# ---- uart_rx_flat ----
Figure 1. Routing congestion map (uart_rx_flat).
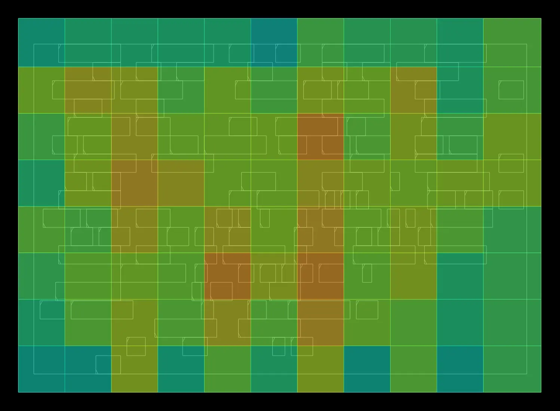
Figure 2. Placed cells, one colour a class (uart_rx_flat).
Scale bar: 20 um.
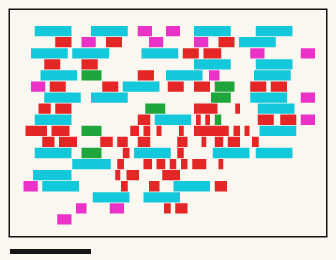
[src/rtl/uart_pkg.sv]
// Shared UART frame definitions: receiver state encoding and 8N1 frame constants.
// The transmitter imports the same constants so both ends agree on the frame shape.
package uart_pkg;

    // Receiver FSM states
    typedef enum logic [2:0] {
        IDLE  = 3'd0,
        START = 3'd1,
        DATA  = 3'd2,
        STOP  = 3'd3,
        BREAK = 3'd4
    } rx_state_e;

    localparam int   DATA_BITS   = 8;
    localparam logic STOP_LEVEL  = 1'b1;
    localparam logic START_LEVEL = 1'b0;

    // Shift a new serial bit in at the MSB so the first (LSB) bit ends in bit 0
    function automatic logic [DATA_BITS-1:0] shift_in_lsb_first(
        input logic [DATA_BITS-1:0] shift,
        input logic                 bit_in
    );
        return {bit_in, shift[DATA_BITS-1:1]};
    endfunction

endpackage : uart_pkg

[src/rtl/uart_rx_if.sv]
// Receiver-to-consumer bundle: received byte plus status strobes.
// master = the receiver driving the bundle, slave = the consumer.
interface uart_rx_if;
    import uart_pkg::*;

    logic [DATA_BITS-1:0] data;
    logic                 valid;
    logic                 frame_err;
    logic                 busy;

    modport master (
        output data,
        output valid,
        output frame_err,
        output busy
    );

    modport slave (
        input data,
        input valid,
        input frame_err,
        input busy
    );

endinterface : uart_rx_if

[src/rtl/sync_2ff.sv]
// Two-flop synchronizer for a single asynchronous input.
// RESET_VAL sets the flop value under reset (idle level of the source).
module sync_2ff #(
    parameter logic RESET_VAL = 1'b1
) (
    input  logic clk,
    input  logic rst,
    input  logic d_i,
    output logic q_o
);

    logic s1_q;
    logic s2_q;

    // Two-stage capture of the asynchronous input to resolve metastability
    always_ff @(posedge clk or negedge rst) begin
        if (!rst) begin
            s1_q <= RESET_VAL;
            s2_q <= RESET_VAL;
        end else begin
            s1_q <= d_i;
            s2_q <= s1_q;
        end
    end

    assign q_o = s2_q;

endmodule : sync_2ff

[src/rtl/uart_rx.sv]
// 8N1 UART receiver. The line is oversampled at CLKS_PER_BIT clocks per bit;
// the start bit is re-checked at mid-bit and every following bit is sampled
// one full bit period later, i.e. also at mid-bit. A good stop bit publishes
// the byte with a one-cycle valid; a low stop bit gives a one-cycle frame_err
// and the receiver then waits for the line to return high (break handling).
module uart_rx
    import uart_pkg::*;
#(
    parameter int CLKS_PER_BIT = 16
) (
    input  logic     clk,
    input  logic     rst,
    input  logic     pin,
    uart_rx_if.master rx_o
);

    localparam int HALF_BIT = CLKS_PER_BIT / 2;
    localparam int CNT_W    = $clog2(CLKS_PER_BIT);
    localparam int BIT_W    = $clog2(DATA_BITS);

    localparam logic [CNT_W-1:0] CNT_HALF = CNT_W'(HALF_BIT - 1);
    localparam logic [CNT_W-1:0] CNT_LAST = CNT_W'(CLKS_PER_BIT - 1);
    localparam logic [BIT_W-1:0] BIT_LAST = BIT_W'(DATA_BITS - 1);

    logic                 s2_s;

    rx_state_e            state_q,   state_d;
    logic [CNT_W-1:0]     cnt_q,     cnt_d;
    logic [BIT_W-1:0]     bit_idx_q, bit_idx_d;
    logic [DATA_BITS-1:0] shift_q,   shift_d;
    logic [DATA_BITS-1:0] data_q,    data_d;
    logic                 valid_q,   valid_d;
    logic                 ferr_q,    ferr_d;
    logic                 busy_q,    busy_d;

    sync_2ff #(
        .RESET_VAL (1'b1)
    ) u_sync_pin (
        .clk (clk),
        .rst (rst),
        .d_i (pin),
        .q_o (s2_s)
    );

    // State, counters, shift register and registered outputs
    always_ff @(posedge clk or negedge rst) begin
        if (!rst) begin
            state_q   <= IDLE;
            cnt_q     <= '0;
            bit_idx_q <= '0;
            shift_q   <= '0;
            data_q    <= '0;
            valid_q   <= 1'b0;
            ferr_q    <= 1'b0;
            busy_q    <= 1'b0;
        end else begin
            state_q   <= state_d;
            cnt_q     <= cnt_d;
            bit_idx_q <= bit_idx_d;
            shift_q   <= shift_d;
            data_q    <= data_d;
            valid_q   <= valid_d;
            ferr_q    <= ferr_d;
            busy_q    <= busy_d;
        end
    end

    // Next-state and output decode; strobes default low so they last one cycle
    always_comb begin
        state_d   = state_q;
        cnt_d     = cnt_q;
        bit_idx_d = bit_idx_q;
        shift_d   = shift_q;
        data_d    = data_q;
        valid_d   = 1'b0;
        ferr_d    = 1'b0;

        case (state_q)
            IDLE: begin
                cnt_d = '0;
                if (s2_s == START_LEVEL) begin
                    state_d = START;
                end else begin
                    state_d = IDLE;
                end
            end

            START: begin
                if (cnt_q == CNT_HALF) begin
                    cnt_d     = '0;
                    bit_idx_d = '0;
                    // Still low at mid-bit: real start; otherwise a glitch
                    if (s2_s == START_LEVEL) begin
                        state_d = DATA;
                    end else begin
                        state_d = IDLE;
                    end
                end else begin
                    cnt_d = cnt_q + CNT_W'(1);
                end
            end

            DATA: begin
                if (cnt_q == CNT_LAST) begin
                    shift_d   = shift_in_lsb_first(shift_q, s2_s);
                    cnt_d     = '0;
                    bit_idx_d = bit_idx_q + BIT_W'(1);
                    if (bit_idx_q == BIT_LAST) begin
                        state_d = STOP;
                    end else begin
                        state_d = DATA;
                    end
                end else begin
                    cnt_d = cnt_q + CNT_W'(1);
                end
            end

            STOP: begin
                if (cnt_q == CNT_LAST) begin
                    // Leaving at mid-stop lets a start edge right after the
                    // stop bit be caught with no dead time
                    cnt_d = '0;
                    if (s2_s == STOP_LEVEL) begin
                        data_d  = shift_q;
                        valid_d = 1'b1;
                        state_d = IDLE;
                    end else begin
                        ferr_d  = 1'b1;
                        state_d = BREAK;
                    end
                end else begin
                    cnt_d = cnt_q + CNT_W'(1);
                end
            end

            BREAK: begin
                // Held-low line: report once, then wait for idle level
                cnt_d = '0;
                if (s2_s == STOP_LEVEL) begin
                    state_d = IDLE;
                end else begin
                    state_d = BREAK;
                end
            end

            default: begin
                state_d = IDLE;
                cnt_d   = '0;
            end
        endcase

        busy_d = (state_d != IDLE);
    end

    assign rx_o.data      = data_q;
    assign rx_o.valid     = valid_q;
    assign rx_o.frame_err = ferr_q;
    assign rx_o.busy      = busy_q;

endmodule : uart_rx

[src/flat_wrapper.sv]
// flat-port wrapper written by rule: the top's interface ports become plain ports
module uart_rx_flat import uart_pkg::*;
#(
    parameter int CLKS_PER_BIT = 16
)
  (clk, rst, pin, rx_o_data, rx_o_valid, rx_o_frame_err, rx_o_busy);
  uart_rx_if rx_o_i ();
  input  logic clk;
  input  logic rst;
  input  logic pin;
  output wire logic [$bits(rx_o_i.data)-1:0] rx_o_data;
  output wire logic [$bits(rx_o_i.valid)-1:0] rx_o_valid;
  output wire logic [$bits(rx_o_i.frame_err)-1:0] rx_o_frame_err;
  output wire logic [$bits(rx_o_i.busy)-1:0] rx_o_busy;
  assign rx_o_data = rx_o_i.data;
  assign rx_o_valid = rx_o_i.valid;
  assign rx_o_frame_err = rx_o_i.frame_err;
  assign rx_o_busy = rx_o_i.busy;
  uart_rx #(.CLKS_PER_BIT(CLKS_PER_BIT)) u_core (.clk(clk), .rst(rst), .pin(pin), .rx_o(rx_o_i));
endmodule
[config.mk]
export PLATFORM = sky130hd
export DESIGN_NAME = uart_rx_flat
export DESIGN_NICKNAME = d
export VERILOG_FILES = /design/src/rtl/uart_pkg.sv /design/src/rtl/uart_rx_if.sv /design/src/rtl/sync_2ff.sv /design/src/rtl/uart_rx.sv /design/src/flat_wrapper.sv
export SDC_FILE = /design/constraint.sdc
export NUM_CORES = 1
export LEC_CHECK = 0
export CAP_MARGIN = 25
export CELL_PAD_IN_SITES_DETAIL_PLACEMENT = 1
export CELL_PAD_IN_SITES_GLOBAL_PLACEMENT = 2
export CORE_ASPECT_RATIO = 0.7
export CORE_MARGIN = 2
export CORE_UTILIZATION = 35
export CTS_BUF_LIST = sky130_fd_sc_hd__clkbuf_4 sky130_fd_sc_hd__clkbuf_8 sky130_fd_sc_hd__clkbuf_16
export CTS_CLUSTER_DIAMETER = 30
export CTS_CLUSTER_SIZE = 8
export DETAILED_ROUTE_END_ITERATION = 12
export PLACE_DENSITY = 0.73
export SLEW_MARGIN = 20
export SYNTH_ARGS = -nofsm -noshare
export SYNTH_HDL_FRONTEND = slang
export SYNTH_HIERARCHICAL = 1
export SYNTH_SLANG_ARGS = --single-unit
[constraint.sdc]
create_clock -name clk -period 2.5 [get_ports clk]
set_clock_uncertainty 0.1 [all_clocks]
set_input_delay 0.625 -clock clk [delete_from_list [all_inputs] [get_ports clk]]
set_output_delay 0.625 -clock clk [all_outputs]
set_load 0.05 [all_outputs]
==> impl_metrics.yaml <==
# generated from flow reports
run_status:
  status: "complete, no violations"
critical_path:
  cp-end-kind: "primary output"
  crit_slowest_cell: "clkdlybuf4s50_1"
  crit_required_ns: 1.77
  crit_start: "u_core/rx_o.data[1]"
power_and_ir_drop:
  p_leak_nw: 0.7456
  p_clk_uw: 388
cells_and_area:
  num_antenna_cells: 0
final_timing:
  clock.fmax_ghz: 0.4653
  fin_crit_sh_pct: 85.97
placement:
  dp_hpwl_um: 1647
routing:
  routed_wl_um: 2360
  wl_met2_um: 1073
  top_layer: "met4"
  routedLengthMet1_um: 1199
  dr_total_vias: 789
logic_synthesis:
  synth_cells: 96
  yosys.area_share.aoi_pct: 6.132
  simple_gate_share_pct: 12.17
  topCombFamilyByArea: "multiplexers"
  mux_area_share_pct: 14.72
global_routing:
  grt_pass1_wl_um: 4236
floorplanning:
  dieArea_mm2: 0.004306
cts:
  worstSkewPairLatency_ns: 0.27
  cts_inserted_buffers: 5
min_path:
  whs_path_depth: 0
Notes on Figure 1 above:
GR Util met2: 19.01%
total track usage: 12.73%

Notes on Figure 2 above:
class	colour	cells	share of their area
remaining buffers and delay cells	magenta	15	9.6%
registers	cyan	31	51%
clock drivers and dummy loads	green	7	5.8%
remaining logic cells	red	59	33%
register share of the cell area: 49.29%
core footprint: 0.003581 mm^2
final core utilization: 44.10%
Finished Cell Area: 0.001579 mm^2


# ---- mem_arbiter ----
Figure 3. Placed cells, one colour a class (mem_arbiter).
Scale bar: 20 um.
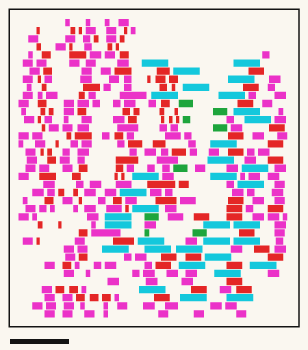
## config.mk

```make
export PLATFORM = sky130hd
export DESIGN_NAME = mem_arbiter
export DESIGN_NICKNAME = d
export VERILOG_FILES = /design/src/rtl/chip8_mem_pkg.sv /design/src/rtl/rr_arb2.sv /design/src/rtl/mem_arbiter.sv
export SDC_FILE = /design/constraint.sdc
export NUM_CORES = 1
export LEC_CHECK = 0
export ABC_AREA = 0
export CAP_MARGIN = 20
export CELL_PAD_IN_SITES_DETAIL_PLACEMENT = 1
export CELL_PAD_IN_SITES_GLOBAL_PLACEMENT = 2
export CORE_ASPECT_RATIO = 1.1
export CORE_MARGIN = 2
export CORE_UTILIZATION = 18
export DETAILED_ROUTE_END_ITERATION = 10
export MAX_ROUTING_LAYER = met4
export PLACE_DENSITY_LB_ADDON = 0.12
export SETUP_SLACK_MARGIN = 0.05
export SLEW_MARGIN = 30
export SYNTH_ARGS = -nofsm -noshare
export SYNTH_HDL_FRONTEND = slang
export SYNTH_SLANG_ARGS = --single-unit
```

## constraint.sdc

```tcl
create_clock -name clk -period 1.8 [get_ports clk]
set_clock_uncertainty 0.1 [all_clocks]
set_input_delay 0.18 -clock clk [delete_from_list [all_inputs] [get_ports clk]]
set_output_delay 0.18 -clock clk [all_outputs]
set_load 0.005 [all_outputs]
```

## src/rtl/chip8_mem_pkg.sv

```systemverilog
// chip8_mem_pkg: shared widths, requester ids and one-hot grant codes for the memory arbiter
package chip8_mem_pkg;
  localparam int DEF_ADDR_W = 12;
  localparam int DEF_DATA_W = 8;
  localparam int DEF_VGA_MAX_BURST = 4;
  typedef enum logic [1:0] {REQ_VGA = 2'd0, REQ_CPU = 2'd1, REQ_GPU = 2'd2} req_id_t;
  localparam logic [2:0] GNT_NONE = 3'b000;
  localparam logic [2:0] GNT_VGA = 3'b001;
  localparam logic [2:0] GNT_CPU = 3'b010;
  localparam logic [2:0] GNT_GPU = 3'b100;
endpackage

```

## src/rtl/rr_arb2.sv

```systemverilog
// rr_arb2: two-way round-robin arbiter; ptr names the side that wins a tie (0=CPU, 1=GPU)
module rr_arb2 (
  input  logic       clk,
  input  logic       rst_n,
  input  logic       en,
  input  logic [1:0] el,
  output logic [1:0] gnt
);
  logic ptr;
  assign gnt = !en ? 2'b00 : &el ? (ptr ? 2'b10 : 2'b01) : el;
  // after a grant the tie goes to the side that was not served
  always_ff @(posedge clk or negedge rst_n)
    if (!rst_n) ptr <= 1'b0;
    else if (|gnt) ptr <= gnt[0];
endmodule

```

## src/rtl/mem_arbiter.sv

```systemverilog
// mem_arbiter: single-port RAM shared by VGA (priority, burst-limited) and CPU/GPU (round-robin)
module mem_arbiter
  import chip8_mem_pkg::*;
#(
  parameter int ADDR_W = DEF_ADDR_W,
  parameter int DATA_W = DEF_DATA_W,
  parameter int VGA_MAX_BURST = DEF_VGA_MAX_BURST
) (
  input  logic              clk,
  input  logic              rst_n,
  input  logic              vga_req,
  input  logic [ADDR_W-1:0] vga_addr,
  output logic              vga_ack,
  output logic [DATA_W-1:0] vga_rdata,
  input  logic              cpu_req,
  input  logic              cpu_we,
  input  logic [ADDR_W-1:0] cpu_addr,
  input  logic [DATA_W-1:0] cpu_wdata,
  output logic              cpu_ack,
  output logic [DATA_W-1:0] cpu_rdata,
  input  logic              gpu_req,
  input  logic              gpu_we,
  input  logic [ADDR_W-1:0] gpu_addr,
  input  logic [DATA_W-1:0] gpu_wdata,
  output logic              gpu_ack,
  output logic [DATA_W-1:0] gpu_rdata,
  output logic              ram_en,
  output logic              ram_we,
  output logic [ADDR_W-1:0] ram_addr,
  output logic [DATA_W-1:0] ram_wdata,
  input  logic [DATA_W-1:0] ram_rdata,
  output logic [2:0]        grant
);
  localparam logic [3:0] MAX_BURST = 4'(VGA_MAX_BURST);
  logic [3:0] burst_cnt;
  logic vga_el, cpu_el, gpu_el, cg_el, vga_sel, cpu_rd, gpu_rd;
  logic [1:0] rr_gnt;
  logic [DATA_W-1:0] vga_q, cpu_q, gpu_q;
  // a port being acked this cycle cannot be granted again until its next cycle
  assign vga_el = vga_req & ~vga_ack;
  assign cpu_el = cpu_req & ~cpu_ack;
  assign gpu_el = gpu_req & ~gpu_ack;
  assign cg_el = cpu_el | gpu_el;
  assign vga_sel = rst_n & vga_el & ((burst_cnt < MAX_BURST) | ~cg_el);
  rr_arb2 u_rr (
    .clk(clk),
    .rst_n(rst_n),
    .en(rst_n & ~vga_sel),
    .el({gpu_el, cpu_el}),
    .gnt(rr_gnt)
  );
  assign grant = {rr_gnt, vga_sel};
  assign ram_en = |grant;
  assign ram_we = grant[REQ_CPU] ? cpu_we : grant[REQ_GPU] ? gpu_we : 1'b0;
  assign ram_addr = grant[REQ_CPU] ? cpu_addr : grant[REQ_GPU] ? gpu_addr :
                    grant[REQ_VGA] ? vga_addr : '0;
  assign ram_wdata = grant[REQ_CPU] ? cpu_wdata : grant[REQ_GPU] ? gpu_wdata : '0;
  // read data arrives from the RAM during the ack cycle; pass it through, then hold it
  assign vga_rdata = vga_ack ? ram_rdata : vga_q;
  assign cpu_rdata = (cpu_ack & cpu_rd) ? ram_rdata : cpu_q;
  assign gpu_rdata = (gpu_ack & gpu_rd) ? ram_rdata : gpu_q;
  always_ff @(posedge clk or negedge rst_n)
    if (!rst_n) begin
      vga_ack <= 1'b0;
      cpu_ack <= 1'b0;
      gpu_ack <= 1'b0;
      cpu_rd <= 1'b0;
      gpu_rd <= 1'b0;
      vga_q <= '0;
      cpu_q <= '0;
      gpu_q <= '0;
      burst_cnt <= 4'd0;
    end else begin
      vga_ack <= grant[REQ_VGA];
      cpu_ack <= grant[REQ_CPU];
      gpu_ack <= grant[REQ_GPU];
      cpu_rd <= grant[REQ_CPU] & ~cpu_we;
      gpu_rd <= grant[REQ_GPU] & ~gpu_we;
      vga_q <= vga_rdata;
      cpu_q <= cpu_rdata;
      gpu_q <= gpu_rdata;
      burst_cnt <= (|rr_gnt || !(cpu_req || gpu_req)) ? 4'd0 :
                   (vga_sel && cg_el && burst_cnt != 4'hf) ? burst_cnt + 4'd1 : burst_cnt;
    end
endmodule

```

==> impl_metrics.yaml <==
# generated from flow reports
floorplanning:
  io_pins: 119
  dieArea_mm2: 0.01030
  die_w_um: 96.94
  core_util_floorplan_pct: 18.38
critical_path:
  crit_fanout: 5
  max_stage_delay_ns: 0.59
  cp-endpoint: "ram_addr[9]"
final_timing:
  fin_ws_ns: -0.5685
  fin_crit_sh_pct: 131.6
  finalSetupViolCount: 44
min_path:
  whs_path_depth: 4
cts:
  worstSkewPairLatency_ns: 0.28
cells_and_area:
  inverters: 5
  comb.multi_input.count: 97
  final-comb-area_um2: 952.2
placement:
  port_buffers: 118
run_status:
  status: "complete, but fails checks"
  violations: "negative setup slack"
logic_synthesis:
  top_cells_by_count: "dfrtp_1, mux2_2, nor2_1, a21oi_1, a32oi_1"
Notes on Figure 3 above:
class	colour	cells	share of their area
clock drivers and dummy loads	green	8	2.5%
registers	cyan	34	22%
remaining buffers and delay cells	magenta	201	50%
remaining logic cells	red	102	26%
Finished Cell Area: 0.003999 mm^2
final core utilization: 42.97%


# ---- uart_tx_arbiter ----
Figure 4. Placed cells, one colour a class (uart_tx_arbiter).
Scale bar: 20 um.
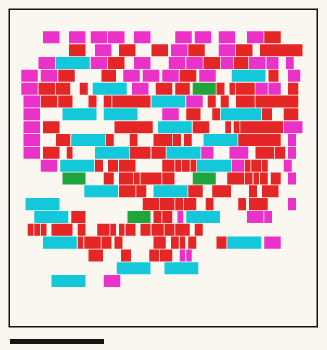
## config.mk

```make
export PLATFORM = sky130hd
export DESIGN_NAME = uart_tx_arbiter
export DESIGN_NICKNAME = d
export VERILOG_FILES = /design/src/rtl/uart_tx_arbiter.sv
export SDC_FILE = /design/constraint.sdc
export NUM_CORES = 1
export LEC_CHECK = 0
export CAP_MARGIN = 40
export CORE_AREA = 2 2 63 65
export DETAILED_ROUTE_END_ITERATION = 16
export DIE_AREA = 0 0 65 67
export GPL_ROUTABILITY_DRIVEN = 0
export GPL_TIMING_DRIVEN = 0
export PLACE_DENSITY = 0.79
export SYNTH_ARGS = -nofsm -noshare
export SYNTH_HDL_FRONTEND = slang
export SYNTH_SLANG_ARGS = --single-unit
export TNS_END_PERCENT = 5
```

## constraint.sdc

```tcl
create_clock -name clk -period 2.2 [get_ports clk]
set_input_delay 0.55 -clock clk [delete_from_list [all_inputs] [get_ports clk]]
set_output_delay 0.55 -clock clk [all_outputs]
set_load 0.005 [all_outputs]
```

## src/rtl/uart_tx_arbiter.sv

```systemverilog
// uart_tx_arbiter: round-robin arbiter that shares one UART transmit line
// between NUM_REQ byte producers. Frame format: start bit, 8 data bits LSB
// first, optional parity bit, two stop bits, one idle guard bit. Every bit
// is held for OVERSAMPLE clocks.
// Optional feature macro: UART_TX_ARB_PARITY_EN (parity bit support; when
// undefined, parity_config is ignored and frames never carry a parity bit).
module uart_tx_arbiter #(
    parameter int NUM_REQ    = 4,
    parameter int OVERSAMPLE = 16
) (
    input  logic                       clk,
    input  logic                       rst_n,
    input  logic [NUM_REQ-1:0]         req_valid,
    input  logic [8*NUM_REQ-1:0]       req_data,
    output logic [NUM_REQ-1:0]         req_ready,
    input  logic [1:0]                 parity_config,
    output logic                       tx,
    output logic                       busy,
    output logic [$clog2(NUM_REQ)-1:0] grant_id
);

    localparam int IW = $clog2(NUM_REQ);
    localparam int TW = $clog2(OVERSAMPLE);

    typedef enum logic [2:0] {
        S_IDLE   = 3'd0,
        S_START  = 3'd1,
        S_DATA   = 3'd2,
`ifdef UART_TX_ARB_PARITY_EN
        S_PARITY = 3'd3,
`endif
        S_STOP1  = 3'd4,
        S_STOP2  = 3'd5,
        S_GUARD  = 3'd6
    } state_t;

`ifdef UART_TX_ARB_PARITY_EN
    // Parity of a byte; odd selects the inverted (odd) sense.
    function automatic logic parity_bit(input logic [7:0] data, input logic odd);
        return (^data) ^ odd;
    endfunction
`endif

    // Registers
    state_t          r_state;
    logic [TW-1:0]   r_tick;
    logic [2:0]      r_bit;
    logic [7:0]      r_data;
    logic [IW-1:0]   r_rr;
    logic [IW-1:0]   r_grant;
    logic            r_tx;
    logic            r_busy;
`ifdef UART_TX_ARB_PARITY_EN
    logic            r_par_en;
    logic            r_par_odd;
`else
    logic            w_unused_cfg;
    assign w_unused_cfg = ^parity_config;
`endif

    // Combinational signals
    state_t          w_state_next;
    logic [TW-1:0]   w_tick_next;
    logic [TW-1:0]   w_tick_inc;
    logic            w_tick_wrap;
    logic [2:0]      w_bit_next;
    logic            w_tx_next;
    logic [NUM_REQ-1:0] w_req_ready;
    logic [NUM_REQ-1:0] w_onehot;
    logic            w_accept;
    logic            w_found;
    logic [IW-1:0]   w_winner;
    logic [IW:0]     w_raw;
    logic [IW:0]     w_sum;
    logic [IW:0]     w_rr_inc;
    logic [IW-1:0]   w_rr_next;

    assign w_tick_wrap = (r_tick == TW'(OVERSAMPLE - 1));
    assign w_tick_inc  = w_tick_wrap ? '0 : (r_tick + TW'(1));
    assign w_onehot    = {{(NUM_REQ-1){1'b0}}, 1'b1} << w_winner;
    assign w_rr_inc    = {1'b0, w_winner} + (IW+1)'(1);
    assign w_rr_next   = (w_rr_inc == (IW+1)'(NUM_REQ)) ? '0 : w_rr_inc[IW-1:0];

    // Round-robin search: first valid requester starting at the pointer.
    always_comb begin
        w_found  = 1'b0;
        w_winner = '0;
        w_raw    = '0;
        w_sum    = '0;
        for (int k = 0; k < NUM_REQ; k++) begin
            w_raw = {1'b0, r_rr} + (IW+1)'(k);
            w_sum = (w_raw >= (IW+1)'(NUM_REQ)) ? (w_raw - (IW+1)'(NUM_REQ)) : w_raw;
            if (!w_found && req_valid[w_sum[IW-1:0]]) begin
                w_found  = 1'b1;
                w_winner = w_sum[IW-1:0];
            end else begin
                w_found  = w_found;
            end
        end
    end

    // Frame FSM: next state, counters, next tx level and the handshake.
    always_comb begin
        w_state_next = r_state;
        w_tick_next  = r_tick;
        w_bit_next   = r_bit;
        w_tx_next    = 1'b1;
        w_req_ready  = '0;
        w_accept     = 1'b0;
        case (r_state)
            S_IDLE: begin
                w_tick_next = '0;
                w_bit_next  = 3'd0;
                if (w_found && rst_n) begin
                    w_req_ready  = w_onehot;
                    w_accept     = 1'b1;
                    w_state_next = S_START;
                end else begin
                    w_state_next = S_IDLE;
                end
            end
            S_START: begin
                w_tx_next   = 1'b0;
                w_tick_next = w_tick_inc;
                if (w_tick_wrap) begin
                    w_state_next = S_DATA;
                end else begin
                    w_state_next = S_START;
                end
            end
            S_DATA: begin
                w_tx_next   = r_data[r_bit];
                w_tick_next = w_tick_inc;
                if (w_tick_wrap) begin
                    if (r_bit == 3'd7) begin
                        w_bit_next = 3'd0;
`ifdef UART_TX_ARB_PARITY_EN
                        w_state_next = r_par_en ? S_PARITY : S_STOP1;
`else
                        w_state_next = S_STOP1;
`endif
                    end else begin
                        w_bit_next = r_bit + 3'd1;
                    end
                end else begin
                    w_bit_next = r_bit;
                end
            end
`ifdef UART_TX_ARB_PARITY_EN
            S_PARITY: begin
                w_tx_next   = parity_bit(r_data, r_par_odd);
                w_tick_next = w_tick_inc;
                if (w_tick_wrap) begin
                    w_state_next = S_STOP1;
                end else begin
                    w_state_next = S_PARITY;
                end
            end
`endif
            S_STOP1: begin
                w_tx_next   = 1'b1;
                w_tick_next = w_tick_inc;
                if (w_tick_wrap) begin
                    w_state_next = S_STOP2;
                end else begin
                    w_state_next = S_STOP1;
                end
            end
            S_STOP2: begin
                w_tx_next   = 1'b1;
                w_tick_next = w_tick_inc;
                if (w_tick_wrap) begin
                    w_state_next = S_GUARD;
                end else begin
                    w_state_next = S_STOP2;
                end
            end
            S_GUARD: begin
                w_tx_next   = 1'b1;
                w_tick_next = w_tick_inc;
                if (w_tick_wrap) begin
                    w_state_next = S_IDLE;
                end else begin
                    w_state_next = S_GUARD;
                end
            end
            default: begin
                w_state_next = S_IDLE;
                w_tick_next  = '0;
                w_bit_next   = 3'd0;
            end
        endcase
    end

    // State, counters and registered line outputs; tx/busy lag the state by one clock.
    always_ff @(posedge clk) begin
        if (!rst_n) begin
            r_state <= S_IDLE;
            r_tick  <= '0;
            r_bit   <= 3'd0;
            r_tx    <= 1'b1;
            r_busy  <= 1'b0;
        end else begin
            r_state <= w_state_next;
            r_tick  <= w_tick_next;
            r_bit   <= w_bit_next;
            r_tx    <= w_tx_next;
            r_busy  <= (r_state != S_IDLE);
        end
    end

    // Capture byte, frame config, grant and round-robin pointer on handshake.
    always_ff @(posedge clk) begin
        if (!rst_n) begin
            r_data    <= 8'h00;
            r_rr      <= '0;
            r_grant   <= '0;
`ifdef UART_TX_ARB_PARITY_EN
            r_par_en  <= 1'b0;
            r_par_odd <= 1'b0;
`endif
        end else if (w_accept) begin
            r_data    <= req_data[8*w_winner +: 8];
            r_rr      <= w_rr_next;
            r_grant   <= w_winner;
`ifdef UART_TX_ARB_PARITY_EN
            r_par_en  <= parity_config[1];
            r_par_odd <= parity_config[0];
`endif
        end else begin
            r_data    <= r_data;
            r_rr      <= r_rr;
            r_grant   <= r_grant;
        end
    end

    assign req_ready = w_req_ready;
    assign tx        = r_tx;
    assign busy      = r_busy;
    assign grant_id  = r_grant;

endmodule
```

==> impl_metrics.yaml <==
# generated from flow reports
run_status:
  status: "complete, but fails checks"
  violations: "negative setup slack"
routing:
  routedLengthMet1_um: 1481
  routed_wl_um: 3233
  first_iter_violations: 41
  dr_total_vias: 1294
  top_layer: "met4"
final_timing:
  worst_hold_slack_ns: 0.4502
  fin_setup_tns_ns: -0.3332
  finalSetupViolCount: 4
  fin_ws_ns: -0.08961
cts:
  htreeDepth: 1
  ctsHoldBuffers: 0
logic_synthesis:
  synth_cells: 149
  fp_nets: 196
  yosysMostFrequentCell: "dfxtp_1"
  mux_area_share_pct: 17.27
  yosysWarnings: 0
  topCombFamilyByArea: "simple AND/OR/NAND/NOR gates"
placement:
  dp_hpwl_um: 2455
critical_path:
  crit_start: "r_rr[1]"
  crit_fanout: 6
cells_and_area:
  nets: 250
  dominant_cells: "combinational gates"
  inverters: 6
  clock_area_share_pct: 2.698
global_routing:
  grt_pass1_vias: 1196
power_and_ir_drop:
  p_per_area_mw_per_mm2: 610.2
  p_clk_share_pct: 23.9
floorplanning:
  dieArea_mm2: 0.004355
About Figure 4:
class	colour	cells	share of their area
remaining logic cells	red	118	48%
remaining buffers and delay cells	magenta	56	25%
registers	cyan	24	24%
clock drivers and dummy loads	green	4	2.8%
FP Rows: 22
core footprint: 0.003606 mm^2
final core utilization: 56.59%


# ---- mem_bus_fabric ----
Figure 5. Routing congestion map (mem_bus_fabric).
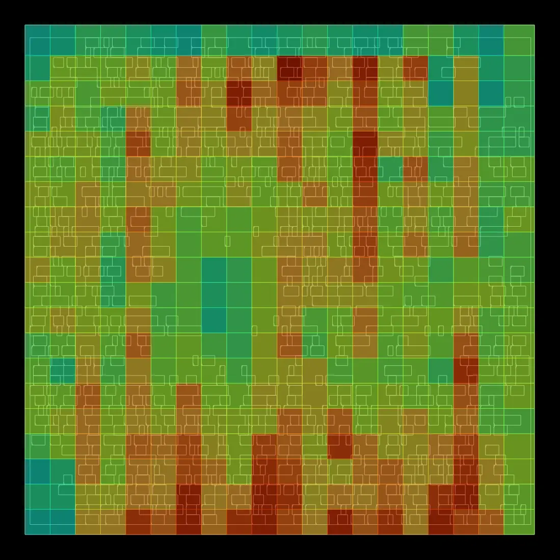
Figure 6. Wires at chosen ports, followed through buffers (mem_bus_fabric).
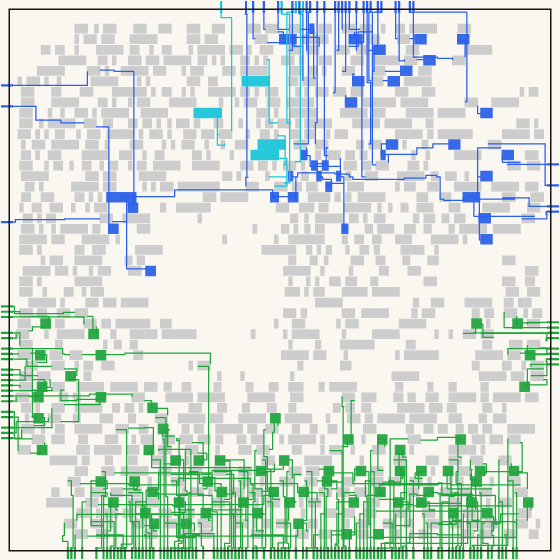
[src/rtl/mem_bus_pkg.sv]
// Shared types and default memory map for the CPU-to-target bus fabric.
// Region order matches the SoC map: bootrom, NVM, MMIO, BRAM.
package mem_bus_pkg;

   typedef enum logic [1:0] {
      IDLE,
      ACCESS,
      RESP
   } state_t;

   localparam int BOOTROM = 0;
   localparam int NVM     = 1;
   localparam int MMIO    = 2;
   localparam int BRAM    = 3;

   localparam int DEF_NUM_REGIONS = 4;
   localparam int DEF_ADDR_W      = 32;

   // Region i lives at bits [i*ADDR_W +: ADDR_W]; the last entry listed is region 0.
   localparam logic [DEF_NUM_REGIONS*DEF_ADDR_W-1:0] DEF_REGION_BASE =
      {32'h8000_0000, 32'h4000_0000, 32'h0010_0000, 32'h0000_0000};
   localparam logic [DEF_NUM_REGIONS*DEF_ADDR_W-1:0] DEF_REGION_MASK =
      {32'hFFFE_0000, 32'hFFFF_F000, 32'hFFF0_0000, 32'hFFFF_FC00};
   localparam logic [DEF_NUM_REGIONS-1:0] DEF_REGION_RO = 4'b0001;

endpackage

[src/rtl/mem_bus_fabric_addr_region_decoder.sv]
// Combinational address decoder: per-region base/mask compare with
// lowest-index priority, producing a one-hot select, RO flag and region offset.
module addr_region_decoder
   import mem_bus_pkg::*;
#(
   parameter int                              NUM_REGIONS = DEF_NUM_REGIONS,
   parameter int                              ADDR_W      = DEF_ADDR_W,
   parameter logic [NUM_REGIONS*ADDR_W-1:0]   REGION_BASE = DEF_REGION_BASE,
   parameter logic [NUM_REGIONS*ADDR_W-1:0]   REGION_MASK = DEF_REGION_MASK,
   parameter logic [NUM_REGIONS-1:0]          REGION_RO   = DEF_REGION_RO
) (
   input  logic [ADDR_W-1:0]      addr,
   output logic                   valid,
   output logic [NUM_REGIONS-1:0] sel,
   output logic                   ro,
   output logic [ADDR_W-1:0]      offset
);

   logic [NUM_REGIONS-1:0] hit;

   always_comb begin
      hit = '0;
      for (int i = 0; i < NUM_REGIONS; i++) begin
         hit[i] = ((addr ^ REGION_BASE[i*ADDR_W +: ADDR_W]) & REGION_MASK[i*ADDR_W +: ADDR_W]) == '0;
      end
   end

   // Scan from the top down so the lowest matching index is the last one written.
   always_comb begin
      // NOTE: every output gets a default before the loop, so no path leaves one unassigned and no latch is inferred.
      valid  = 1'b0;
      sel    = '0;
      ro     = 1'b0;
      offset = '0;
      for (int i = NUM_REGIONS - 1; i >= 0; i--) begin
         if (hit[i]) begin
            valid  = 1'b1;
            sel    = '0;
            sel[i] = 1'b1;
            ro     = REGION_RO[i];
            offset = addr & ~REGION_MASK[i*ADDR_W +: ADDR_W];
         end
      end
   end

endmodule

[src/rtl/mem_bus_fabric.sv]
// Registered single-outstanding bus fabric: decodes a CPU access into one of
// NUM_REGIONS targets, waits for its ready with a timeout, and returns a one-cycle response.
module mem_bus_fabric
   import mem_bus_pkg::*;
#(
   parameter int                              NUM_REGIONS    = DEF_NUM_REGIONS,
   parameter int                              ADDR_W         = DEF_ADDR_W,
   parameter int                              DATA_W         = 32,
   parameter logic [NUM_REGIONS*ADDR_W-1:0]   REGION_BASE    = DEF_REGION_BASE,
   parameter logic [NUM_REGIONS*ADDR_W-1:0]   REGION_MASK    = DEF_REGION_MASK,
   parameter logic [NUM_REGIONS-1:0]          REGION_RO      = DEF_REGION_RO,
   parameter int                              TIMEOUT_CYCLES = 255
) (
   input  logic                          clk,
   input  logic                          reset_n,
   input  logic                          cpu_req,
   input  logic [ADDR_W-1:0]             cpu_addr,
   input  logic [DATA_W/8-1:0]           cpu_be,
   input  logic [DATA_W-1:0]             cpu_wdata,
   output logic [DATA_W-1:0]             cpu_rdata,
   output logic                          cpu_ready,
   output logic                          cpu_err,
   output logic [NUM_REGIONS-1:0]        tgt_sel,
   output logic [ADDR_W-1:0]             tgt_addr,
   output logic [DATA_W/8-1:0]           tgt_be,
   output logic [DATA_W-1:0]             tgt_wdata,
   input  logic [NUM_REGIONS*DATA_W-1:0] tgt_rdata,
   input  logic [NUM_REGIONS-1:0]        tgt_ready
);

   localparam int               CNT_W    = $clog2(TIMEOUT_CYCLES + 1);
   localparam logic [CNT_W-1:0] CNT_LAST = CNT_W'(TIMEOUT_CYCLES - 1);
   localparam logic [CNT_W-1:0] CNT_MAX  = CNT_W'(TIMEOUT_CYCLES);

   state_t                 state;
   logic [CNT_W-1:0]       cnt;
   logic                   dec_valid;
   logic [NUM_REGIONS-1:0] dec_sel;
   logic                   dec_ro;
   logic [ADDR_W-1:0]      dec_offset;
   logic                   sel_ready;
   logic [DATA_W-1:0]      sel_rdata;

   addr_region_decoder #(
      .NUM_REGIONS (NUM_REGIONS),
      .ADDR_W      (ADDR_W),
      .REGION_BASE (REGION_BASE),
      .REGION_MASK (REGION_MASK),
      .REGION_RO   (REGION_RO)
   ) u_decoder (
      .addr   (cpu_addr),
      .valid  (dec_valid),
      .sel    (dec_sel),
      .ro     (dec_ro),
      .offset (dec_offset)
   );

   // Only the selected target's ready and data are observed.
   assign sel_ready = |(tgt_ready & tgt_sel);

   always_comb begin
      sel_rdata = '0;
      for (int i = 0; i < NUM_REGIONS; i++) begin
         if (tgt_sel[i]) sel_rdata = sel_rdata | tgt_rdata[i*DATA_W +: DATA_W];
      end
   end

   always_ff @(posedge clk) begin
      // NOTE: sequential state uses non-blocking assignments so every register samples pre-edge values.
      if (!reset_n) begin
         state     <= IDLE;
         cnt       <= '0;
         cpu_rdata <= '0;
         cpu_ready <= 1'b0;
         cpu_err   <= 1'b0;
         tgt_sel   <= '0;
         tgt_addr  <= '0;
         tgt_be    <= '0;
         tgt_wdata <= '0;
      end else begin
         case (state)
            IDLE: begin
               if (cpu_req) begin
                  tgt_addr  <= dec_offset;
                  tgt_be    <= cpu_be;
                  tgt_wdata <= cpu_wdata;
                  cnt       <= '0;
                  if (!dec_valid || (dec_ro && (|cpu_be))) begin
                     cpu_err   <= 1'b1;
                     cpu_ready <= 1'b1;
                     state     <= RESP;
                  end else begin
                     tgt_sel <= dec_sel;
                     state   <= ACCESS;
                  end
               end
            end

            ACCESS: begin
               if (sel_ready) begin
                  cpu_rdata <= sel_rdata;
                  cpu_err   <= 1'b0;
                  cpu_ready <= 1'b1;
                  tgt_sel   <= '0;
                  state     <= RESP;
               end else if (cnt == CNT_LAST) begin
                  cpu_rdata <= '0;
                  cpu_err   <= 1'b1;
                  cpu_ready <= 1'b1;
                  tgt_sel   <= '0;
                  state     <= RESP;
               end else if (cnt != CNT_MAX) begin
                  cnt <= cnt + CNT_W'(1);
               end
            end

            RESP: begin
               cpu_ready <= 1'b0;
               cpu_err   <= 1'b0;
               state     <= IDLE;
            end

            default: state <= IDLE;
         endcase
      end
   end

endmodule

[config.mk]
export PLATFORM = sky130hd
export DESIGN_NAME = mem_bus_fabric
export DESIGN_NICKNAME = d
export VERILOG_FILES = /design/src/rtl/mem_bus_pkg.sv /design/src/rtl/mem_bus_fabric_addr_region_decoder.sv /design/src/rtl/mem_bus_fabric.sv
export SDC_FILE = /design/constraint.sdc
export NUM_CORES = 1
export LEC_CHECK = 0
export CAP_MARGIN = 20
export CELL_PAD_IN_SITES_DETAIL_PLACEMENT = 1
export CELL_PAD_IN_SITES_GLOBAL_PLACEMENT = 1
export CORE_UTILIZATION = 26
export DETAILED_ROUTE_END_ITERATION = 12
export GPL_TIMING_DRIVEN = 0
export PLACE_DENSITY = 0.81
export SYNTH_ARGS = -nofsm -noshare
export SYNTH_HDL_FRONTEND = slang
export SYNTH_SLANG_ARGS = --single-unit
[constraint.sdc]
create_clock -name clk -period 2.29 [get_ports clk]
set_input_delay 0.5725 -clock clk [delete_from_list [all_inputs] [get_ports clk]]
set_output_delay 0.5725 -clock clk [all_outputs]
set_load 0.02 [all_outputs]
==> impl_metrics.yaml <==
# generated from flow reports
logic_synthesis:
  topCombFamilyByArea: "AND-OR/OR-AND gates"
  synthArstFlopShare_pct: 0
  synth_cells: 562
  yosys.area_share.aoi_pct: 28.55
placement:
  gp_congestion: 0.8321
  dpl.cell_count: 1097
critical_path:
  timing.rr.start: "tgt_sel[0]"
  max_stage_delay_ns: 0.52
  worst_r2r_path_depth: 8
  crit_type: "primary input to flop"
  crit_slowest_cell: "clkdlybuf4s50_1"
  r2r-end: "state[1]"
  cp_cell_sequence: "clkdlybuf4s50_1, nor4_2, nand4_2, nor3_4, a2bb2oi_4, mux2i_1"
cells_and_area:
  flop-count: 104
  layout_top_cell: "clkdlybuf4s50_1"
  buffer_area_share_pct: 38.51
  dominant_cells: "non-clock buffers"
routing:
  remaining_drc_errors: 0
  dr_total_vias: 5412
  wl_met2_um: 10230
run_status:
  status: "complete, no violations"
power_and_ir_drop:
  p_leak_nw: 3.142
cts:
  cts.path.max_buffers: 2
final_timing:
  drv_slew: 0
floorplanning:
  core.rowCount: 49
  die_w_um: 139.5
flow_run:
  drv_cap: 0
global_routing:
  grt_pass1_wl_um: 32020
About Figure 5:
GR Util met2: 37.37%
final core utilization: 46.80%
M1 GR Usage: 25.79%
routing usage on met3: 5.299%

About Figure 6:
port	colour	bits	direction	edge	end cells	buffers	wire
`tgt_be`	cyan	4	output	top	4	4	212 um
`tgt_rdata`	green	128	input	100 bottom, 20 left, 8 right	64	128	3410 um
`cpu_addr`	blue	32	input	25 top, 4 right, 3 left	34	32	1090 um


# ---- alu_bus_sequencer_flat ----
Figure 7. Placed cells, one colour a class (alu_bus_sequencer_flat).
Scale bar: 20 um.
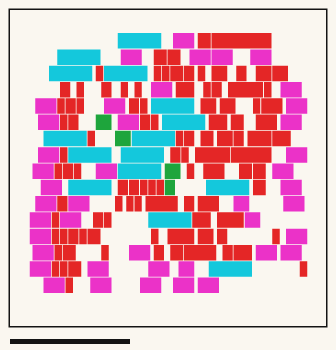
Figure 8. Routing congestion map (alu_bus_sequencer_flat).
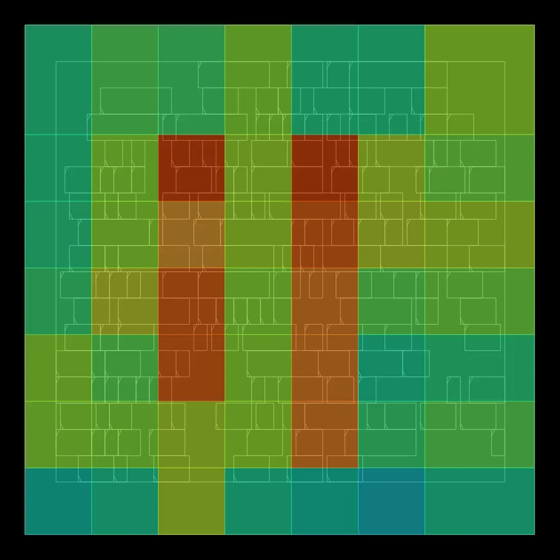
Figure 9. Sizing map (alu_bus_sequencer_flat).
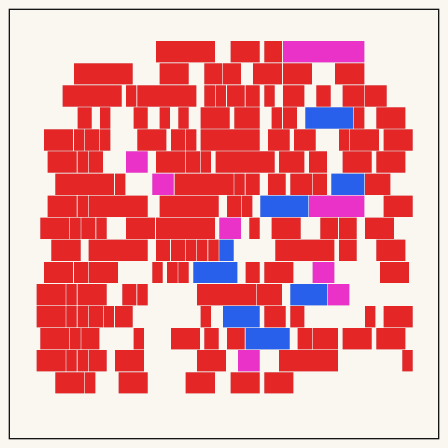
## config.mk

```make
export PLATFORM = sky130hd
export DESIGN_NAME = alu_bus_sequencer_flat
export DESIGN_NICKNAME = d
export VERILOG_FILES = /design/src/rtl/alu_bus_sequencer_if.sv /design/src/rtl/alu_bus_sequencer.sv /design/src/flat_wrapper.sv
export SDC_FILE = /design/constraint.sdc
export NUM_CORES = 1
export LEC_CHECK = 0
export CAP_MARGIN = 30
export CORE_MARGIN = 3
export CORE_UTILIZATION = 45
export CTS_CLUSTER_SIZE = 14
export DETAILED_ROUTE_END_ITERATION = 7
export PLACE_DENSITY_LB_ADDON = 0.25
export SLEW_MARGIN = 20
export SYNTH_ARGS = -nofsm -noshare
export SYNTH_HDL_FRONTEND = slang
export SYNTH_SLANG_ARGS = --single-unit
```

## constraint.sdc

```tcl
create_clock -name clk -period 3 [get_ports clk]
set_input_delay 0.6 -clock clk [delete_from_list [all_inputs] [get_ports clk]]
set_output_delay 0.6 -clock clk [all_outputs]
set_load 0.005 [all_outputs]
```

## src/rtl/alu_bus_sequencer_if.sv

```systemverilog
// Command and datapath-strobe bundle between the instruction decoder and the ALU bus sequencer.
// The master side issues commands; the slave side is the sequencer that drives the strobes.
interface alu_bus_sequencer_if #(
  parameter int NREG = 8
);
  localparam int IW = (NREG > 1) ? $clog2(NREG) : 1;

  logic            start;
  logic [2:0]      op;
  logic [IW-1:0]   src_a;
  logic [IW-1:0]   src_b;
  logic [IW-1:0]   dst;

  logic            ready;
  logic            busy;
  logic            done;
  logic            err;
  logic [NREG-1:0] reg_out_en;
  logic [NREG-1:0] reg_in_en;
  logic            Y_in;
  logic [2:0]      alu_op;
  logic            Z_in;
  logic            Z_out;

  modport master (
    output start, op, src_a, src_b, dst,
    input  ready, busy, done, err, reg_out_en, reg_in_en, Y_in, alu_op, Z_in, Z_out
  );

  modport slave (
    input  start, op, src_a, src_b, dst,
    output ready, busy, done, err, reg_out_en, reg_in_en, Y_in, alu_op, Z_in, Z_out
  );
endinterface

```

## src/rtl/alu_bus_sequencer.sv

```systemverilog
// Micro-step controller for one register-to-register ALU operation over the shared tri-state bus.
// Every output is decoded from the registered state and the latched command, never from inputs.
module alu_bus_sequencer #(
  parameter int         NREG     = 8,
  parameter logic [2:0] UNARY_OP = 3'b111
) (
  input  logic               clk,
  input  logic               reset,
  alu_bus_sequencer_if.slave bus
);
  localparam int IW = (NREG > 1) ? $clog2(NREG) : 1;

  typedef enum logic [2:0] {
    S_IDLE,
    S_LOAD_Y,
    S_EXEC,
    S_SHIFT_Z,
    S_WRITE,
    S_DONE
  } state_t;

  state_t          state;
  state_t          state_nxt;

  logic [2:0]      op_q;
  logic [IW-1:0]   src_a_q;
  logic [IW-1:0]   src_b_q;
  logic [IW-1:0]   dst_q;
  logic            err_q;

  logic            accept;
  logic            cmd_valid;

  logic            ready;
  logic            busy;
  logic            done;
  logic [NREG-1:0] reg_out_en;
  logic [NREG-1:0] reg_in_en;
  logic            y_in;
  logic [2:0]      alu_op;
  logic            z_in;
  logic            z_out;

  // Out-of-range indices are only reachable when NREG is not a power of two.
  function automatic logic idx_ok(input logic [IW-1:0] idx);
    return 32'(idx) < 32'(NREG);
  endfunction

  function automatic logic [NREG-1:0] onehot(input logic [IW-1:0] idx);
    return NREG'(1) << idx;
  endfunction

  assign cmd_valid = idx_ok(bus.src_a) && idx_ok(bus.src_b) && idx_ok(bus.dst);
  assign accept    = (state == S_IDLE) && bus.start;

  // State register
  always_ff @(posedge clk) begin
    if (reset) state <= S_IDLE;
    else       state <= state_nxt;
  end

  // Next-state logic
  always_comb begin
    state_nxt = state;
    unique case (state)
      S_IDLE: begin
        if (bus.start && cmd_valid)
          state_nxt = (bus.op == UNARY_OP) ? S_EXEC : S_LOAD_Y;
      end
      S_LOAD_Y:  state_nxt = S_EXEC;
      S_EXEC:    state_nxt = S_SHIFT_Z;
      S_SHIFT_Z: state_nxt = S_WRITE;
      S_WRITE:   state_nxt = S_DONE;
      S_DONE:    state_nxt = S_IDLE;
      default:   state_nxt = S_IDLE;
    endcase
  end

  // Command capture; later input changes cannot disturb an operation in flight
  always_ff @(posedge clk) begin
    if (reset) begin
      op_q    <= '0;
      src_a_q <= '0;
      src_b_q <= '0;
      dst_q   <= '0;
      err_q   <= 1'b0;
    end else begin
      err_q <= accept && !cmd_valid;
      if (accept) begin
        op_q    <= bus.op;
        src_a_q <= bus.src_a;
        src_b_q <= bus.src_b;
        dst_q   <= bus.dst;
      end
    end
  end

  // Output decode; at most one bus driver is enabled in any state
  always_comb begin
    ready      = 1'b0;
    busy       = 1'b1;
    done       = 1'b0;
    reg_out_en = '0;
    reg_in_en  = '0;
    y_in       = 1'b0;
    alu_op     = 3'd0;
    z_in       = 1'b0;
    z_out      = 1'b0;
    unique case (state)
      S_IDLE: begin
        ready = 1'b1;
        busy  = 1'b0;
      end
      S_LOAD_Y: begin
        reg_out_en = onehot(src_a_q);
        y_in       = 1'b1;
      end
      S_EXEC: begin
        reg_out_en = (op_q == UNARY_OP) ? onehot(src_a_q) : onehot(src_b_q);
        alu_op     = op_q;
        z_in       = 1'b1;
      end
      // Second Z_in moves Z1 into Z2 so the bus can see the result next cycle.
      S_SHIFT_Z: z_in = 1'b1;
      S_WRITE: begin
        z_out     = 1'b1;
        reg_in_en = onehot(dst_q);
      end
      S_DONE:  done = 1'b1;
      default: begin
        ready = 1'b0;
        busy  = 1'b1;
      end
    endcase
  end

  assign bus.ready      = ready;
  assign bus.busy       = busy;
  assign bus.done       = done;
  assign bus.err        = err_q;
  assign bus.reg_out_en = reg_out_en;
  assign bus.reg_in_en  = reg_in_en;
  assign bus.Y_in       = y_in;
  assign bus.alu_op     = alu_op;
  assign bus.Z_in       = z_in;
  assign bus.Z_out      = z_out;

  a_bus_exclusive: assert property (@(posedge clk) disable iff (reset)
    $countones({reg_out_en, z_out}) <= 1);
  a_write_only_in_write: assert property (@(posedge clk) disable iff (reset)
    (reg_in_en != '0) |-> (state == S_WRITE));
  a_in_en_onehot: assert property (@(posedge clk) disable iff (reset)
    $onehot0(reg_in_en));
endmodule

```

## src/flat_wrapper.sv

```systemverilog
// flat-port wrapper written by rule: the top's interface ports become plain ports
module alu_bus_sequencer_flat 
#(
  parameter int         NREG     = 8,
  parameter logic [2:0] UNARY_OP = 3'b111
)
  (clk, reset, bus_start, bus_op, bus_src_a, bus_src_b, bus_dst, bus_ready, bus_busy, bus_done, bus_err, bus_reg_out_en, bus_reg_in_en, bus_Y_in, bus_alu_op, bus_Z_in, bus_Z_out);
  alu_bus_sequencer_if #(.NREG(NREG)) bus_i ();
  input  logic clk;
  input  logic reset;
  input wire logic [$bits(bus_i.start)-1:0] bus_start;
  input wire logic [$bits(bus_i.op)-1:0] bus_op;
  input wire logic [$bits(bus_i.src_a)-1:0] bus_src_a;
  input wire logic [$bits(bus_i.src_b)-1:0] bus_src_b;
  input wire logic [$bits(bus_i.dst)-1:0] bus_dst;
  output wire logic [$bits(bus_i.ready)-1:0] bus_ready;
  output wire logic [$bits(bus_i.busy)-1:0] bus_busy;
  output wire logic [$bits(bus_i.done)-1:0] bus_done;
  output wire logic [$bits(bus_i.err)-1:0] bus_err;
  output wire logic [$bits(bus_i.reg_out_en)-1:0] bus_reg_out_en;
  output wire logic [$bits(bus_i.reg_in_en)-1:0] bus_reg_in_en;
  output wire logic [$bits(bus_i.Y_in)-1:0] bus_Y_in;
  output wire logic [$bits(bus_i.alu_op)-1:0] bus_alu_op;
  output wire logic [$bits(bus_i.Z_in)-1:0] bus_Z_in;
  output wire logic [$bits(bus_i.Z_out)-1:0] bus_Z_out;
  assign bus_i.start = bus_start;
  assign bus_i.op = bus_op;
  assign bus_i.src_a = bus_src_a;
  assign bus_i.src_b = bus_src_b;
  assign bus_i.dst = bus_dst;
  assign bus_ready = bus_i.ready;
  assign bus_busy = bus_i.busy;
  assign bus_done = bus_i.done;
  assign bus_err = bus_i.err;
  assign bus_reg_out_en = bus_i.reg_out_en;
  assign bus_reg_in_en = bus_i.reg_in_en;
  assign bus_Y_in = bus_i.Y_in;
  assign bus_alu_op = bus_i.alu_op;
  assign bus_Z_in = bus_i.Z_in;
  assign bus_Z_out = bus_i.Z_out;
  alu_bus_sequencer #(.NREG(NREG), .UNARY_OP(UNARY_OP)) u_core (.clk(clk), .reset(reset), .bus(bus_i));
endmodule
```

==> impl_metrics.yaml <==
# generated from flow reports
cells_and_area:
  inverters: 2
  dominant_cells: "combinational gates"
critical_path:
  start_kind: "flop"
  max_stage_delay_ns: 0.55
  crit_required_ns: 2.40
  timing.rr.start: "u_core.state[0]"
power_and_ir_drop:
  sw_frac_of_total_pct: 32.11
  power_sequential_uw: 245
  switchingPower_uw: 167.2
routing:
  routedLengthMet1_um: 1128
  via_per_inst: 5.286
logic_synthesis:
  ys_sh_xor_pct: 0
  synth.area.top_cells: "dfxtp_1, nand2_1, a21oi_1"
  fp_nets: 141
  avgSynthCellArea_um2: 7.805
  ys_cells: 126
  edf_count: 0
min_path:
  holdPathEnd: "u_core.dst_q[2]"
  whs_path_depth: 2
cts:
  cts_tree: "yes"
  cts.path.max_buffers: 2
  ctsHoldBuffers: 0
final_timing:
  worst_hold_slack_ns: 0.5009
  tightest_slew_ns: 0.5469
floorplanning:
  dieArea_mm2: 0.002783
  io_pins: 41
global_routing:
  grt_max_degree: 16
run_status:
  status: "complete, no violations"
About Figure 7:
class	colour	cells	share of their area
remaining buffers and delay cells	magenta	42	30%
clock drivers and dummy loads	green	4	2.0%
registers	cyan	15	22%
remaining logic cells	red	101	46%

About Figure 8:
WL per Instance: 12.98 um
final core utilization: 69.31%
M1 GR Usage: 23.24%
total track usage: 18.37%

About Figure 9:
size	colour	cells	share
x3 and x4	magenta	8	4.9%
x2	blue	8	4.9%
x1 and smaller	red	146	90%



==> notes/layouts.md <==
Pictures saved along the way, in no particular order.

Sizing map.
image #1
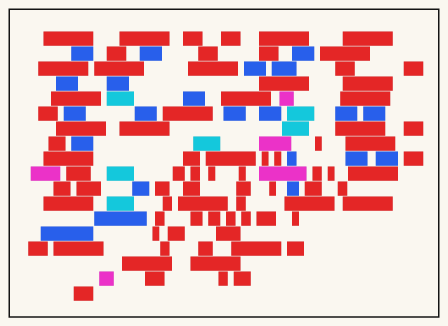
image #2
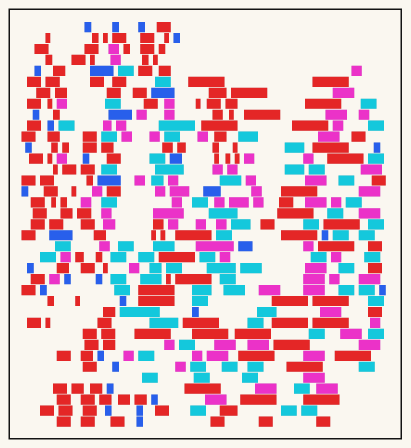
image #3
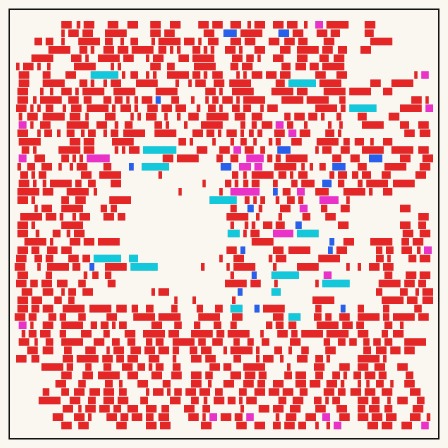
image #4
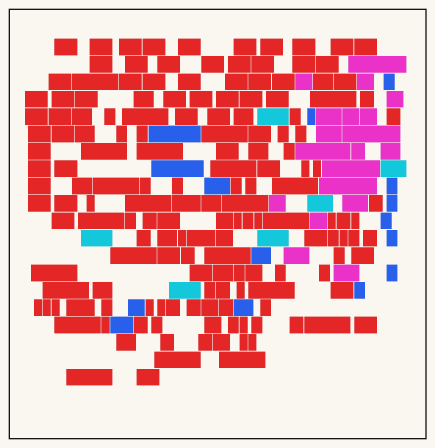
image #4: uart_tx_arbiter
image #1: uart_rx_flat
image #2: mem_arbiter
image #3: mem_bus_fabric

